######## sevenseg_snoop_flat ########
### Wire density map, sevenseg_snoop_flat

18 x 18 tiles, from white (low) to dark blue (high), scaled to the fullest tile. Values are wire area over tile area, all layers added.
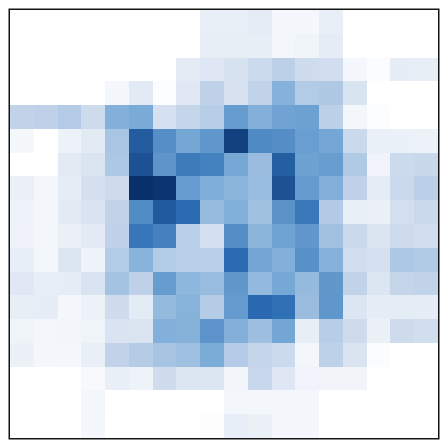

File: config.mk
export PLATFORM = sky130hd
export DESIGN_NAME = sevenseg_snoop_flat
export DESIGN_NICKNAME = d
export VERILOG_FILES = /design/src/rtl/sevenseg_snoop_if.sv /design/src/rtl/sevenseg_snoop.sv /design/src/flat_wrapper.sv
export SDC_FILE = /design/constraint.sdc
export NUM_CORES = 1
export LEC_CHECK = 0
export ABC_AREA = 1
export CORE_MARGIN = 10
export CORE_UTILIZATION = 56
export DETAILED_ROUTE_END_ITERATION = 8
export PLACE_DENSITY = 0.94
export SKIP_CTS_REPAIR_TIMING = 1
export SLEW_MARGIN = 20
export SYNTH_ARGS = -nofsm -noshare
export SYNTH_HDL_FRONTEND = slang
export SYNTH_SLANG_ARGS = --single-unit
File: constraint.sdc
create_clock -name clk -period 3 [get_ports clk]
set_input_delay 0.6 -clock clk [delete_from_list [all_inputs] [get_ports clk]]
set_output_delay 0.6 -clock clk [all_outputs]
set_load 0.01 [all_outputs]
File: src/rtl/sevenseg_snoop_if.sv
// Multiplexed active-low 7-segment display bus: digit anodes plus shared segment lines.
// The display driver owns the bus; snoopers only observe it.
interface sevenseg_snoop_if #(
  parameter int NDIG = 4
);
  logic [NDIG-1:0] an;
  logic [6:0]      seg;

  modport master (output an, output seg);
  modport slave  (input  an, input  seg);
endinterface

File: src/rtl/sevenseg_snoop.sv
// Passive readback of a multiplexed 7-segment display: waits for each digit's drive to settle,
// then decodes the segment pattern into a per-digit nibble with blank/illegal/ambiguous flags.
module sevenseg_snoop #(
  parameter int NDIG   = 4,
  parameter int STABLE = 4
) (
  input  logic                clk,
  input  logic                reset_n,
  sevenseg_snoop_if.slave     bus,
  input  logic                err_clr,
  output logic [4*NDIG-1:0]   digits,
  output logic [NDIG-1:0]     dig_valid,
  output logic [NDIG-1:0]     blank,
  output logic [NDIG-1:0]     ambig,
  output logic                upd,
  output logic [2:0]          upd_idx,
  output logic                err
);

  localparam int SW = NDIG + 7;
  localparam int CW = (STABLE > 2) ? $clog2(STABLE) : 1;
  localparam logic [CW-1:0] CNT_MAX  = CW'(STABLE - 1);
  localparam logic [CW-1:0] CNT_LAST = CW'(STABLE - 2);

  typedef enum logic [1:0] {IDLE, SETTLE, CAPTURE, HOLD} state_t;

  state_t          state, state_nxt;
  logic [SW-1:0]   s_q, p_q;
  logic [CW-1:0]   cnt;
  logic            chg;
  logic [NDIG-1:0] en;
  logic            one_hot;
  logic [2:0]      idx;
  logic [6:0]      seg_q;
  logic            capture;

  logic [3:0]      dec_nib;
  logic            dec_legal;
  logic            dec_blank;
  logic            dec_ambig;

  // The bus is sampled once; p_q holds the previous sample so changes are seen one cycle later.
  always_ff @(posedge clk or negedge reset_n) begin
    if (!reset_n) begin
      s_q <= '0;
      p_q <= '0;
    end else begin
      s_q <= {bus.an, bus.seg};
      p_q <= s_q;
    end
  end

  assign chg     = (s_q != p_q);
  assign en      = ~s_q[SW-1:7];
  assign seg_q   = s_q[6:0];
  assign one_hot = $onehot(en);

  always_ff @(posedge clk or negedge reset_n) begin
    if (!reset_n) begin
      cnt <= '0;
    end else if (chg) begin
      cnt <= '0;
    end else if (cnt != CNT_MAX) begin
      cnt <= cnt + 1'b1;
    end
  end

  always_comb begin
    idx = '0;
    for (int i = 0; i < NDIG; i++) begin
      if (en[i]) idx = 3'(i);
    end
  end

  always_ff @(posedge clk or negedge reset_n) begin
    if (!reset_n) state <= IDLE;
    else          state <= state_nxt;
  end

  // CAPTURE is entered one count early so the write lands STABLE+1 edges after the bus settled;
  // a change seen during CAPTURE still aborts the write.
  always_comb begin
    state_nxt = state;
    capture   = 1'b0;
    unique case (state)
      IDLE: begin
        if (one_hot) state_nxt = SETTLE;
      end
      SETTLE: begin
        if (chg)                   state_nxt = one_hot ? SETTLE : IDLE;
        else if (cnt == CNT_LAST)  state_nxt = CAPTURE;
      end
      CAPTURE: begin
        if (chg) begin
          state_nxt = one_hot ? SETTLE : IDLE;
        end else begin
          capture   = 1'b1;
          state_nxt = HOLD;
        end
      end
      HOLD: begin
        if (chg) state_nxt = one_hot ? SETTLE : IDLE;
      end
      default: state_nxt = IDLE;
    endcase
  end

  // 0x03 is the lit pattern shared by '6' and 'b'; it decodes as 6 but is flagged ambiguous.
  always_comb begin
    dec_nib   = 4'h0;
    dec_legal = 1'b1;
    dec_blank = 1'b0;
    dec_ambig = 1'b0;
    case (seg_q)
      7'h40: dec_nib = 4'h0;
      7'h79: dec_nib = 4'h1;
      7'h24: dec_nib = 4'h2;
      7'h30: dec_nib = 4'h3;
      7'h19: dec_nib = 4'h4;
      7'h12: dec_nib = 4'h5;
      7'h02: dec_nib = 4'h6;
      7'h03: begin
        dec_nib   = 4'h6;
        dec_ambig = 1'b1;
      end
      7'h78: dec_nib = 4'h7;
      7'h00: dec_nib = 4'h8;
      7'h18: dec_nib = 4'h9;
      7'h10: dec_nib = 4'h9;
      7'h08: dec_nib = 4'hA;
      7'h46: dec_nib = 4'hC;
      7'h21: dec_nib = 4'hD;
      7'h06: dec_nib = 4'hE;
      7'h0E: dec_nib = 4'hF;
      7'h7F: begin
        dec_legal = 1'b0;
        dec_blank = 1'b1;
      end
      default: dec_legal = 1'b0;
    endcase
  end

  always_ff @(posedge clk or negedge reset_n) begin
    if (!reset_n) begin
      digits    <= '0;
      dig_valid <= '0;
      blank     <= '0;
      ambig     <= '0;
      upd       <= 1'b0;
      upd_idx   <= '0;
    end else begin
      upd <= capture;
      if (capture) upd_idx <= idx;
      for (int i = 0; i < NDIG; i++) begin
        if (capture && idx == 3'(i)) begin
          if (dec_blank) begin
            dig_valid[i] <= 1'b1;
            blank[i]     <= 1'b1;
            ambig[i]     <= 1'b0;
          end else if (dec_legal) begin
            digits[4*i +: 4] <= dec_nib;
            dig_valid[i]     <= 1'b1;
            blank[i]         <= 1'b0;
            ambig[i]         <= dec_ambig;
          end else begin
            dig_valid[i] <= 1'b0;
            blank[i]     <= 1'b0;
            ambig[i]     <= 1'b0;
          end
        end
      end
    end
  end

  // An illegal capture in the same cycle as err_clr leaves err set.
  always_ff @(posedge clk or negedge reset_n) begin
    if (!reset_n) begin
      err <= 1'b0;
    end else if (capture && !dec_legal && !dec_blank) begin
      err <= 1'b1;
    end else if (err_clr) begin
      err <= 1'b0;
    end
  end

  upd_not_back_to_back: assert property (@(posedge clk) disable iff (!reset_n) upd |=> !upd);

endmodule

File: src/flat_wrapper.sv
// flat-port wrapper written by rule: the top's interface ports become plain ports
module sevenseg_snoop_flat 
#(
  parameter int NDIG   = 4,
  parameter int STABLE = 4
)
  (clk, reset_n, err_clr, digits, dig_valid, blank, ambig, upd, upd_idx, err, bus_an, bus_seg);
  sevenseg_snoop_if #(.NDIG(NDIG)) bus_i ();
  input  logic clk;
  input  logic reset_n;
  input  logic err_clr;
  output logic [4*NDIG-1:0] digits;
  output logic [NDIG-1:0] dig_valid;
  output logic [NDIG-1:0] blank;
  output logic [NDIG-1:0] ambig;
  output logic upd;
  output logic [2:0] upd_idx;
  output logic err;
  input wire logic [$bits(bus_i.an)-1:0] bus_an;
  input wire logic [$bits(bus_i.seg)-1:0] bus_seg;
  assign bus_i.an = bus_an;
  assign bus_i.seg = bus_seg;
  sevenseg_snoop #(.NDIG(NDIG), .STABLE(STABLE)) u_core (.clk(clk), .reset_n(reset_n), .bus(bus_i), .err_clr(err_clr), .digits(digits), .dig_valid(dig_valid), .blank(blank), .ambig(ambig), .upd(upd), .upd_idx(upd_idx), .err(err));
endmodule
######## bm_frac_arb ########
===== config.mk =====
export PLATFORM = sky130hd
export DESIGN_NAME = bm_frac_arb
export DESIGN_NICKNAME = d
export VERILOG_FILES = /design/src/rtl/bm_pkg.sv /design/src/rtl/bm_frac_fifo.sv /design/src/rtl/bm_frac_arb.sv
export SDC_FILE = /design/constraint.sdc
export NUM_CORES = 1
export LEC_CHECK = 0
export CAP_MARGIN = 20
export CORE_MARGIN = 2
export CORE_UTILIZATION = 35
export CTS_BUF_LIST = sky130_fd_sc_hd__clkbuf_4 sky130_fd_sc_hd__clkbuf_8
export DETAILED_ROUTE_END_ITERATION = 8
export GPL_TIMING_DRIVEN = 0
export PLACE_DENSITY = 0.49
export SLEW_MARGIN = 20
export SYNTH_ARGS = -nofsm -noshare
export SYNTH_HDL_FRONTEND = slang
export SYNTH_SLANG_ARGS = --single-unit

===== constraint.sdc =====
create_clock -name clk -period 7.7 [get_ports clk]
set_clock_uncertainty 0.15 [all_clocks]
set_input_delay 1.54 -clock clk [delete_from_list [all_inputs] [get_ports clk]]
set_output_delay 1.54 -clock clk [all_outputs]
set_load 0.1 [all_outputs]

===== src/rtl/bm_pkg.sv =====
// rtl/bm_pkg.sv - shared types and defaults for the disparity-fraction divider path
package bm_pkg;

   localparam int CH_L   = 0;
   localparam int CH_R   = 1;
   localparam int BM_DW  = 18;
   localparam int BM_QW  = 8;
   localparam int BM_LAT = 17;

   typedef struct packed {
      logic valid;
      logic ch;
      logic zero;
   } tag_t;

endpackage


===== src/rtl/bm_frac_fifo.sv =====
// rtl/bm_frac_fifo.sv - synchronous show-ahead result FIFO, one per channel
module bm_frac_fifo
   import bm_pkg::*;
#(
   parameter int W     = BM_QW + 1,
   parameter int DEPTH = 32
) (
   input  logic         clk,
   input  logic         rst_n,
   input  logic         i_push,
   input  logic [W-1:0] i_data,
   input  logic         i_pop,
   output logic         o_valid,
   output logic [W-1:0] o_data
);

   localparam int AW = (DEPTH > 1) ? $clog2(DEPTH) : 1;
   localparam int CW = $clog2(DEPTH + 1);
   localparam logic [AW-1:0] LAST = AW'(DEPTH - 1);

   logic [W-1:0]  r_mem [DEPTH];
   logic [AW-1:0] r_wr_ptr;
   logic [AW-1:0] r_rd_ptr;
   logic [CW-1:0] r_count;
   logic          w_do_pop;

   assign o_valid  = (r_count != '0);
   assign w_do_pop = i_pop && o_valid;
   // head reads as zero while empty so the outputs are clean out of reset
   assign o_data   = o_valid ? r_mem[r_rd_ptr] : '0;

   always_ff @(posedge clk) begin
      if (i_push) r_mem[r_wr_ptr] <= i_data;
   end

   always_ff @(posedge clk or negedge rst_n) begin
      if (!rst_n) begin
         r_wr_ptr <= '0;
         r_rd_ptr <= '0;
         r_count  <= '0;
      end else begin
         if (i_push)   r_wr_ptr <= (r_wr_ptr == LAST) ? '0 : r_wr_ptr + 1'b1;
         if (w_do_pop) r_rd_ptr <= (r_rd_ptr == LAST) ? '0 : r_rd_ptr + 1'b1;
         if (i_push && !w_do_pop)      r_count <= r_count + 1'b1;
         else if (!i_push && w_do_pop) r_count <= r_count - 1'b1;
      end
   end

   a_no_overflow: assert property (@(posedge clk) disable iff (!rst_n)
      !(i_push && (r_count == CW'(DEPTH))));

endmodule


===== src/rtl/bm_frac_arb.sv =====
// rtl/bm_frac_arb.sv - two-channel round-robin front end for the shared fraction divider
module bm_frac_arb
   import bm_pkg::*;
#(
   parameter int DW    = BM_DW,
   parameter int QW    = BM_QW,
   parameter int LAT   = BM_LAT,
   parameter int DEPTH = 32
) (
   input  logic            clk,
   input  logic            rst_n,
   input  logic            en,
   input  logic [1:0]      req_valid,
   output logic [1:0]      req_ready,
   input  logic [2*DW-1:0] req_dividend,
   input  logic [2*DW-1:0] req_divisor,
   output logic            div_vin,
   output logic [DW-1:0]   div_dividend,
   output logic [DW-1:0]   div_divisor,
   input  logic            div_vout,
   input  logic [QW-1:0]   div_quotient,
   output logic [1:0]      res_valid,
   input  logic [1:0]      res_ready,
   output logic [2*QW-1:0] res_quotient,
   output logic [1:0]      res_zero,
   output logic            busy,
   output logic            err_tag
);

   localparam int CW = $clog2(DEPTH + 1);

   logic [CW-1:0] r_credit [2];
   logic          r_last_grant;
   logic          r_div_vin;
   logic [DW-1:0] r_div_dividend;
   logic [DW-1:0] r_div_divisor;
   logic          r_err_tag;
   tag_t          r_tag [LAT+1];

   logic [1:0]    w_elig;
   logic [1:0]    w_grant;
   logic [1:0]    w_pop;
   logic [1:0]    w_push;
   logic          w_acc;
   logic          w_ch;
   logic [DW-1:0] w_dividend;
   logic [DW-1:0] w_divisor;
   tag_t          w_head;
   tag_t          w_new_tag;
   logic          w_fvalid [2];
   logic [QW:0]   w_fdata  [2];

   // credit covers in-flight plus queued results, so a granted op always has a FIFO slot
   assign w_elig[CH_L] = rst_n && en && req_valid[CH_L] && (r_credit[CH_L] < CW'(DEPTH));
   assign w_elig[CH_R] = rst_n && en && req_valid[CH_R] && (r_credit[CH_R] < CW'(DEPTH));

   always_comb begin
      w_grant = w_elig;
      if (&w_elig) w_grant = r_last_grant ? 2'b01 : 2'b10;
   end

   assign req_ready  = w_grant;
   assign w_acc      = |w_grant;
   assign w_ch       = w_grant[CH_R];
   assign w_dividend = w_ch ? req_dividend[DW +: DW] : req_dividend[0 +: DW];
   assign w_divisor  = w_ch ? req_divisor[DW +: DW]  : req_divisor[0 +: DW];
   assign w_new_tag  = '{valid: w_acc, ch: w_ch, zero: (w_divisor == '0)};

   // stage 0 shadows div_vin, so stage LAT lines up with div_vout
   assign w_head = r_tag[LAT];
   assign w_push = w_head.valid ? (w_head.ch ? 2'b10 : 2'b01) : 2'b00;
   assign w_pop  = res_valid & res_ready;

   always_ff @(posedge clk or negedge rst_n) begin
      if (!rst_n) begin
         r_last_grant   <= 1'b1;
         r_div_vin      <= 1'b0;
         r_div_dividend <= '0;
         r_div_divisor  <= '0;
         r_err_tag      <= 1'b0;
         for (int i = 0; i <= LAT; i++) r_tag[i] <= '0;
      end else begin
         r_div_vin <= w_acc;
         if (w_acc) begin
            r_last_grant   <= w_ch;
            r_div_dividend <= w_dividend;
            r_div_divisor  <= w_divisor;
         end
         r_tag[0] <= w_new_tag;
         for (int i = 1; i <= LAT; i++) r_tag[i] <= r_tag[i-1];
         if (w_head.valid != div_vout) r_err_tag <= 1'b1;
      end
   end

   always_ff @(posedge clk or negedge rst_n) begin
      if (!rst_n) begin
         for (int c = 0; c < 2; c++) r_credit[c] <= '0;
      end else begin
         for (int c = 0; c < 2; c++) begin
            if (w_grant[c] && !w_pop[c])      r_credit[c] <= r_credit[c] + 1'b1;
            else if (!w_grant[c] && w_pop[c]) r_credit[c] <= r_credit[c] - 1'b1;
         end
      end
   end

   generate
      for (genvar c = 0; c < 2; c++) begin : g_ch
         bm_frac_fifo #(
            .W     (QW + 1),
            .DEPTH (DEPTH)
         ) u_fifo (
            .clk     (clk),
            .rst_n   (rst_n),
            .i_push  (w_push[c]),
            .i_data  ({w_head.zero, div_quotient}),
            .i_pop   (res_ready[c]),
            .o_valid (w_fvalid[c]),
            .o_data  (w_fdata[c])
         );
      end
   endgenerate

   assign res_valid    = {w_fvalid[1], w_fvalid[0]};
   assign res_quotient = {w_fdata[1][QW-1:0], w_fdata[0][QW-1:0]};
   assign res_zero     = {w_fdata[1][QW], w_fdata[0][QW]};
   assign busy         = (r_credit[CH_L] != '0) || (r_credit[CH_R] != '0);
   assign div_vin      = r_div_vin;
   assign div_dividend = r_div_dividend;
   assign div_divisor  = r_div_divisor;
   assign err_tag      = r_err_tag;

endmodule


######## tdm_demux_1_4 ########
<file path="config.mk">
export PLATFORM = sky130hd
export DESIGN_NAME = tdm_demux_1_4
export DESIGN_NICKNAME = d
export VERILOG_FILES = /design/src/rtl/tdm_pkg.sv /design/src/rtl/tdm_slot_counter.sv /design/src/rtl/tdm_demux_1_4.sv
export SDC_FILE = /design/constraint.sdc
export NUM_CORES = 1
export LEC_CHECK = 0
export ABC_AREA = 0
export CORE_MARGIN = 2
export CORE_UTILIZATION = 30
export CTS_BUF_LIST = sky130_fd_sc_hd__clkbuf_8 sky130_fd_sc_hd__clkbuf_16
export DETAILED_ROUTE_END_ITERATION = 16
export SYNTH_ARGS = -nofsm -noshare
export SYNTH_HDL_FRONTEND = slang
export SYNTH_HIERARCHICAL = 1
export SYNTH_SLANG_ARGS = --single-unit
</file>
<file path="constraint.sdc">
create_clock -name clk -period 2.2 [get_ports clk]
set_input_delay 0.22 -clock clk [delete_from_list [all_inputs] [get_ports clk]]
set_output_delay 0.22 -clock clk [all_outputs]
set_load 0.05 [all_outputs]
</file>
<file path="src/rtl/tdm_pkg.sv">
// tdm_pkg: constants and types shared by the TDM link receive/transmit blocks.
//   NCH    - channels per frame
//   CH_W   - width of a slot index
//   state_e - framing state of the receiver
package tdm_pkg;
  localparam int NCH  = 4;
  localparam int CH_W = 2;

  typedef enum logic {HUNT = 1'b0, LOCKED = 1'b1} state_e;

  // Slot index following c; wraps NCH-1 -> 0 because NCH is a power of two.
  function automatic logic [CH_W-1:0] next_slot(input logic [CH_W-1:0] c);
    return c + 1'b1;
  endfunction
endpackage

</file>
<file path="src/rtl/tdm_slot_counter.sv">
// tdm_slot_counter: slot index of the next expected sample.
//   clk, rst      - clock, synchronous active-high reset (clears to slot 0)
//   adv_i         - step to the next slot (wraps 3 -> 0)
//   load1_i       - a channel-0 sample was taken; next slot is 1
//   clr_i         - return to slot 0
//   ch_o          - current slot index
//   last_slot_o   - ch_o is the final slot of a frame
module tdm_slot_counter
  import tdm_pkg::*;
(
  input  logic            clk,
  input  logic            rst,
  input  logic            adv_i,
  input  logic            load1_i,
  input  logic            clr_i,
  output logic [CH_W-1:0] ch_o,
  output logic            last_slot_o
);
  logic [CH_W-1:0] ch_q, ch_d;

  // clear beats load beats advance
  always_comb begin
    ch_d = ch_q;
    if (clr_i)        ch_d = '0;
    else if (load1_i) ch_d = CH_W'(1);
    else if (adv_i)   ch_d = next_slot(ch_q);
  end

  always_ff @(posedge clk) begin
    if (rst) ch_q <= '0;
    else     ch_q <= ch_d;
  end

  assign ch_o        = ch_q;
  assign last_slot_o = (ch_q == CH_W'(NCH-1));
endmodule

</file>
<file path="src/rtl/tdm_demux_1_4.sv">
// tdm_demux_1_4: receive side of the 4:1 TDM link.
//   clk, rst     - clock, synchronous active-high reset
//   din          - multiplexed sample (WIDTH bits)
//   din_valid    - din carries a sample this cycle
//   frame_sync   - with din_valid, marks din as channel 0
//   y            - last complete frame, channel k at y[WIDTH*k +: WIDTH]
//   frame_valid  - one-cycle pulse when y takes a new frame
//   locked       - receiver is frame-locked
//   sync_err     - one-cycle pulse on a framing violation
//   ch           - slot expected for the next sample
module tdm_demux_1_4
  import tdm_pkg::*;
#(
  parameter int WIDTH = 1
) (
  input  logic                 clk,
  input  logic                 rst,
  input  logic [WIDTH-1:0]     din,
  input  logic                 din_valid,
  input  logic                 frame_sync,
  output logic [NCH*WIDTH-1:0] y,
  output logic                 frame_valid,
  output logic                 locked,
  output logic                 sync_err,
  output logic [CH_W-1:0]      ch
);
  state_e                          state_q, state_d;
  // Channels 0..NCH-2 wait here; the last channel goes straight to y.
  logic [NCH-2:0][WIDTH-1:0]       shadow_q;
  logic [NCH*WIDTH-1:0]            y_q;
  logic                            fv_q, err_q;
  logic                            adv, load1, clr, wr_sh, emit, err, last_slot;
  logic [CH_W-1:0]                 ch_cur;

  tdm_slot_counter u_slot (
    .clk         (clk),
    .rst         (rst),
    .adv_i       (adv),
    .load1_i     (load1),
    .clr_i       (clr),
    .ch_o        (ch_cur),
    .last_slot_o (last_slot)
  );

  // Beat decode. Idle cycles leave every control low.
  always_comb begin
    adv = 1'b0; load1 = 1'b0; clr = 1'b0; wr_sh = 1'b0; emit = 1'b0; err = 1'b0;
    state_d = state_q;
    if (din_valid) begin
      unique case (state_q)
        HUNT: if (frame_sync) begin
          load1   = 1'b1;
          state_d = LOCKED;
        end
        LOCKED: begin
          if (frame_sync) begin
            // early sync restarts the frame on this beat
            load1 = 1'b1;
            err   = (ch_cur != '0);
          end else if (ch_cur == '0) begin
            // missing sync: drop the beat and lose lock
            err     = 1'b1;
            clr     = 1'b1;
            state_d = HUNT;
          end else begin
            adv = 1'b1;
            if (last_slot) emit  = 1'b1;
            else           wr_sh = 1'b1;
          end
        end
        default: state_d = HUNT;
      endcase
    end
  end

  always_ff @(posedge clk) begin
    if (rst) begin
      state_q  <= HUNT;
      shadow_q <= '0;
      y_q      <= '0;
      fv_q     <= 1'b0;
      err_q    <= 1'b0;
    end else begin
      state_q <= state_d;
      fv_q    <= emit;
      err_q   <= err;
      if (load1) shadow_q[0]      <= din;
      if (wr_sh) shadow_q[ch_cur] <= din;
      // whole frame moves to y in one edge, so y is never partial
      if (emit)  y_q <= {din, shadow_q};
    end
  end

  assign y           = y_q;
  assign frame_valid = fv_q;
  assign sync_err    = err_q;
  assign locked      = (state_q == LOCKED);
  assign ch          = ch_cur;
endmodule
</file>
### Clock routing, bm_frac_arb

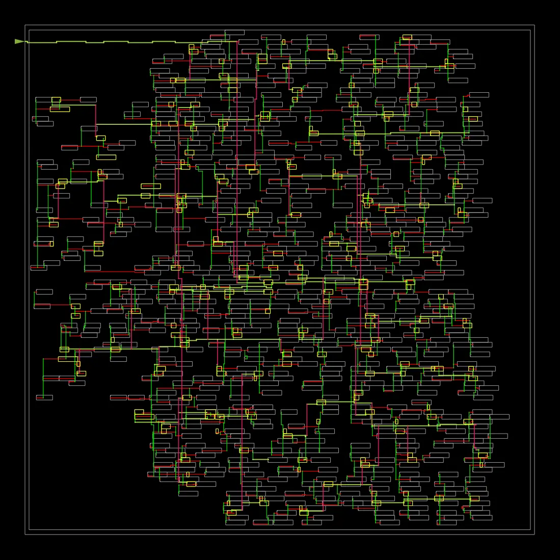
clk sinks: 712
CTS Buf Count: 118
clock buffers: 179
Power Clock: 3.50 mW
clock latency on the worst-skew pair: 0.72 ns

==> flow_summary.ini, bm_frac_arb <==
; physical design summary
[global_route]
grt_max_degree = 90
top_usage_layer = met2

[power]
p_sw_mw = 4.74
comb_power_mw = 4.60
pg_seq_mw = 4.57
swShare_pct = 37.4
pwr-share-clk_pct = 27.6

[critical_path]
r2r-start = r_credit[11]
required_ns = 6.01
r2r_end = r_credit[11]
critical_path.endpoint_type = output pin

[synth]
synth-xor-area-share_pct = 0.495
ys_sh_adder_pct = 1.78
synth_seq_share_pct = 73.1
ff_type = edfxtp_1
top_area_share_pct = 61.1
edf_count = 576
yosysUniqueCellTypes = 53
mux_share_pct = 13.7
yosysMostFrequentCell = edfxtp_1
synth_simple_gate_area_share_pct = 3.86

[final_layout]
sh_seq_area_pct = 61.4
final_util_pct = 42.0
clock_tree_area_fraction_pct = 7.48
insertedDiodeCount = 1
inv_count = 19
stdcell_count = 2932

[floorplan]
die_height_um = 288

[sta]
fin_setup_tns_ns = 0
finalCritPeriodShare_pct = 81.9

[clock_tree]
clock_path_buffers = 3
holdBufCountCts = 0

[outcome]
status = complete, no violations

[route]
wl_met3_um = 3590
wl_met2_um = 32100
drtPass1Iterations = 4

[min_path]
hold_start = r_tag[7]

[place]
post-place-ws_ns = 1.36
dp_hpwl_um = 42700
## bm_frac_arb: worst max-delay path, stage by stage
cell             delay (ns)
clkdlybuf4s50_1        0.49
nand4b_1               0.15
nor2_1                 0.58
clkbuf_1               0.58
clkdlybuf4s50_1        1.26
## bm_frac_arb: flip-flops by register name (all words and copies together) (netlist names)
register and flops:
err_tag 1, g_ch.u_fifo.r_rd_ptr 10, g_ch.u_fifo.r_wr_ptr 10, r_tag 54, div_divisor 18, r_last_grant 1
div_dividend 18, r_credit 12, g_ch.u_fifo.r_count 12, g_ch.u_fifo.r_mem 576
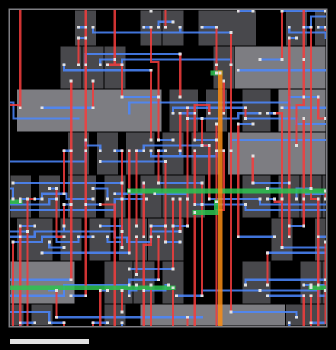
*Close-up of the layout, sevenseg_snoop_flat*
The bar under the picture is 5 µm long. Window x 35 to 55, y 53 to 73 µm. Cells in gray, sequential cells in the stronger gray; small squares are vias.
met2: marked red. met3: marked green. met1: marked blue. met4: marked orange.
45 logic cells have their middle in the window. Most frequent: nand2_1 (18), nand3_1 (9), nor2_1 (7). Netlist names of flops here include u_core.digits (4). Sequential cells in the window: 4.

About 'Wire density map' of sevenseg_snoop_flat:
15% of the tiles are over half the peak. 25% of the tiles are nearly empty. The fullest tile reaches 0.53. The densest ninth of the die: center. The emptiest ninth of the die: south-west. The mean over all tiles is 0.12.

==> flow_summary.ini, sevenseg_snoop_flat <==
; physical design summary
[outcome]
status = complete, no violations

[final_layout]
drive_gt1_share_pct = 11.0
finalNetCount = 390
logic_gates = 216
final_cell_mix = 101 x nand2_1, 58 x dfrtp_1, 44 x clkdlybuf4s50_1
stdcell_count = 439
clock_tree_area_fraction_pct = 5.90
sh_comb_area_pct = 32.4
final_util_pct = 73.2
fill_cells = 337
top_register = u_core.digits
lay_top_count = nand2_1
clockBufferCount = 13
insertedDiodeCount = 0
inv_count = 36
buffers = 47

[sta]
clock.fmax_mhz = 453
hold_violations = 0
rsz0062_at_grt = false
tightest_slew_ns = 0.697
fin_setup_tns_ns = 0

[route]
num_vias = 2172
ant_nets = 0
drtPass1Iterations = 5
avgRoutedWirePerCell_um = 13.4
vias_per_cell = 4.95

[global_route]
grt_pass1_vias = 2242
grt_pass1_wl_um = 10100
antenna_found_initial = 0
gr-total-overflow = 0
grt_max_degree = 52

[power]
pwr_density_cell_mw_per_mm2 = 484
power_leakage_nw = 1.76

[clock_tree]
cts_root_buffer = clkbuf_8
cts_max_level = 3
clock_path_buffers = 2
cts_buffers = 9
cts.clk_slew.worst_paths_ns = 0.06
cts.sinks = 58

[floorplan]
fp_util_pct = 57.8
rows = 25
io_pins = 47
die_height_um = 89.8
dieArea_mm2 = 0.00807

[synth]
mux_share_pct = 0
synth_area_mm2 = 0.00273
top_area_share_pct = 53.2
logic_family = simple AND/OR/NAND/NOR gates
ff_type = dfrtp_1
synth-compound-area-share_pct = 3.02
yosysMostFrequentCell = nand2_1
yosysUniqueCellTypes = 27
netlist_instances = 314
yosysTopAreaCell = dfrtp_1
floorplan.nets = 336
edf_count = 0

[critical_path]
max_stage_delay_ns = 0.47
critical_path.top_delay_family = adder cells
worstSetupStartpoint = u_core.s_q[9]
cp_cell_sequence = inv_1 > ha_1 > ha_1 > fa_1 > or3b_2 > o21ai_0 > o31ai_1 > inv_1
reg2reg_depth = 8
cp_num_buf_inv = 2
r2r-start = u_core.s_q[9]

[place]
dp.cells = 424
post-place-ws_ns = 0.808
numPortBuffers = 45
placed_area_mm2 = 0.00325

[job]
warning_count = 29

[min_path]
worstHoldPathType = in -> async
## sevenseg_snoop_flat: report_power, final
part | leakage [nW] | switching, mW | internal (mW) | total (mW)
Sequential | 0.759 | 0.0188 | 0.800 | 0.819
Combinational | 0.901 | 0.0715 | 0.0450 | 0.116
Clock | 0.106 | 0.290 | 0.446 | 0.736
Total | 1.76 | 0.381 | 1.29 | 1.67
## sevenseg_snoop_flat: layer usage
layer,global-route usage (%),up-vias,wire length (µm)
met3,4.32,11,348
li1,-,1095,-
met4,8.22,0,95
met5,0,-,0
met1,17.4,996,2590
met2,24.5,70,2830
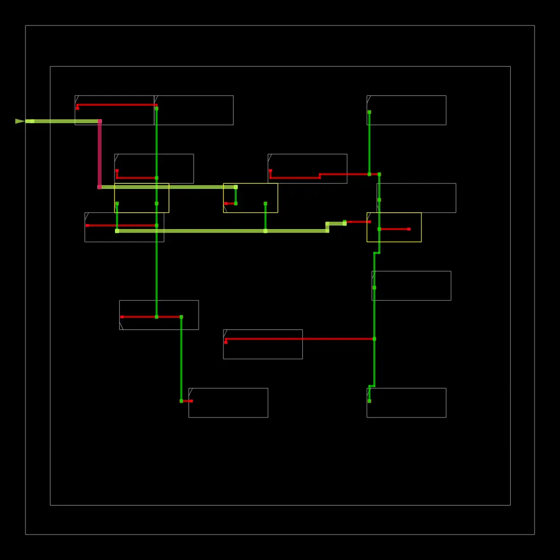
*Clock routing, tdm_demux_1_4*
flop count: 12
Power Clock: 196 µW
clock buffers: 3

==> flow_summary.ini, tdm_demux_1_4 <==
; physical design summary
[synth]
synth_simple_gate_area_share_pct = 30.9
yosysMostFrequentCell = dfxtp_1
syn_area_per_cell_um2 = 9.88
synth-compound-area-share_pct = 10.2
synth_area_um2 = 563
yosysUniqueCellTypes = 23
synthArstFlopShare_pct = 0
mux_share_pct = 5.33
synth_seq_share_pct = 42.7
synth_chip_area_um2 = 563

[min_path]
worstHoldPathType = reg -> reg
hold_path_end = shadow_q[0]
hold_start = shadow_q[0]

[clock_tree]
tritoncts = done
cts.clk_slew.worst_paths_ns = 0.05
holdBufCountCts = 0

[outcome]
status = complete, no violations

[final_layout]
final_util_pct = 43.7
design_area_um2 = 762
lay_top_count = clkdlybuf4s50_1

[sta]
clock.fmax_mhz = 566
skew_ns = 0.000528
finalCritPeriodShare_pct = 80.3
hold_violations = 0
max_slew_margin_pct = 66.7
period_minus_slack_ns = 1.77
finalSetupViolations = 0
drv_slew = 0

[floorplan]
dieArea_mm2 = 0.00224
rows = 15
core_area_mm2 = 0.00175
die_w_um = 47.3

[power]
power_leader = sequential cells
max-vdd-ir-drop_uv = 509
power_leakage_nw = 0.296
power.share.sequential_pct = 48.2

[route]
drt-met1-wl_um = 521
avgRoutedWirePerCell_um = 10.8

[critical_path]
worst-path-max-fanout = 7
cp_data_arrival_time_ns = 1.55
cp.depth = 1
cp_num_buf_inv = 1
required_ns = 1.98

[global_route]
gr-usage-met3_pct = 5.77
gr-total-overflow = 0
met2_usage_pct = 17.8
top_usage_layer = met2
grt_pass1_vias = 405

[job]
max_cap_violations = 0
tdm_demux_1_4: layout make-up:
| cell class | count | area, µm² |
|---|---|---|
| clock buffer | 3 | 41.3 |
| fill | 179 | 983 |
| inverter | 3 | 11.3 |
| multi-input combinational | 41 | 308 |
| sequential | 12 | 240 |
| tap | 25 | 31.3 |
| timing repair buffer | 13 | 130 |
tdm_demux_1_4: per-stage QoR:
stage / hold WS [ns] / setup slack [ns]
finish: 0.480 / 0.434
global placement: 0.463 / 0.617
detailed placement: 0.470 / 0.557
CTS: 0.479 / 0.406
global route: 0.502 / 0.376
floorplan: 0.294 / 0.545


## Gallery

Selected gate families.
panel A
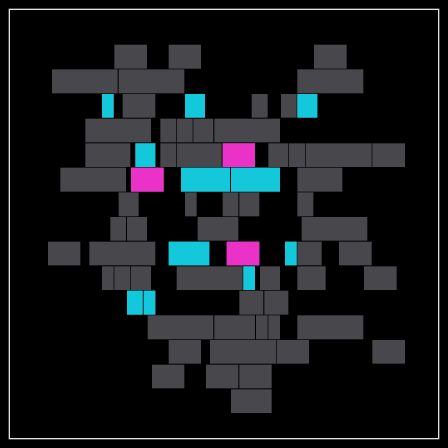
panel B
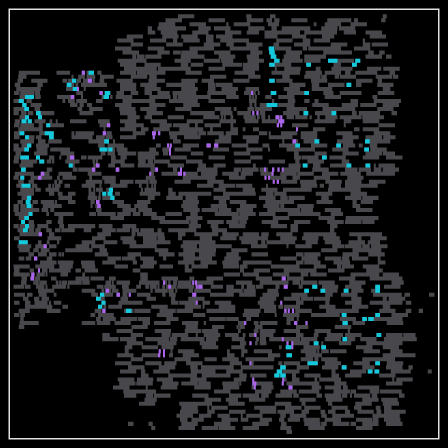
panel C
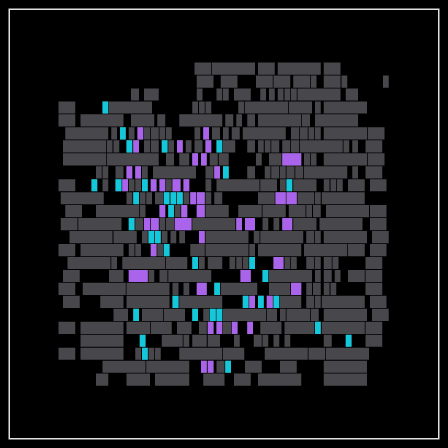
The one with the fewest cells is panel A.
The one with the most cells is panel B.
Panel C is sevenseg_snoop_flat.
Panel B is bm_frac_arb.
Panel A is tdm_demux_1_4.

Key to panel B:
NOR gates: marked purple, cells 106. AND-OR and OR-AND gates: marked cyan, cells 110, where spread over the die.

Power figures rest on the tool's default switching activity, not on a simulated workload.
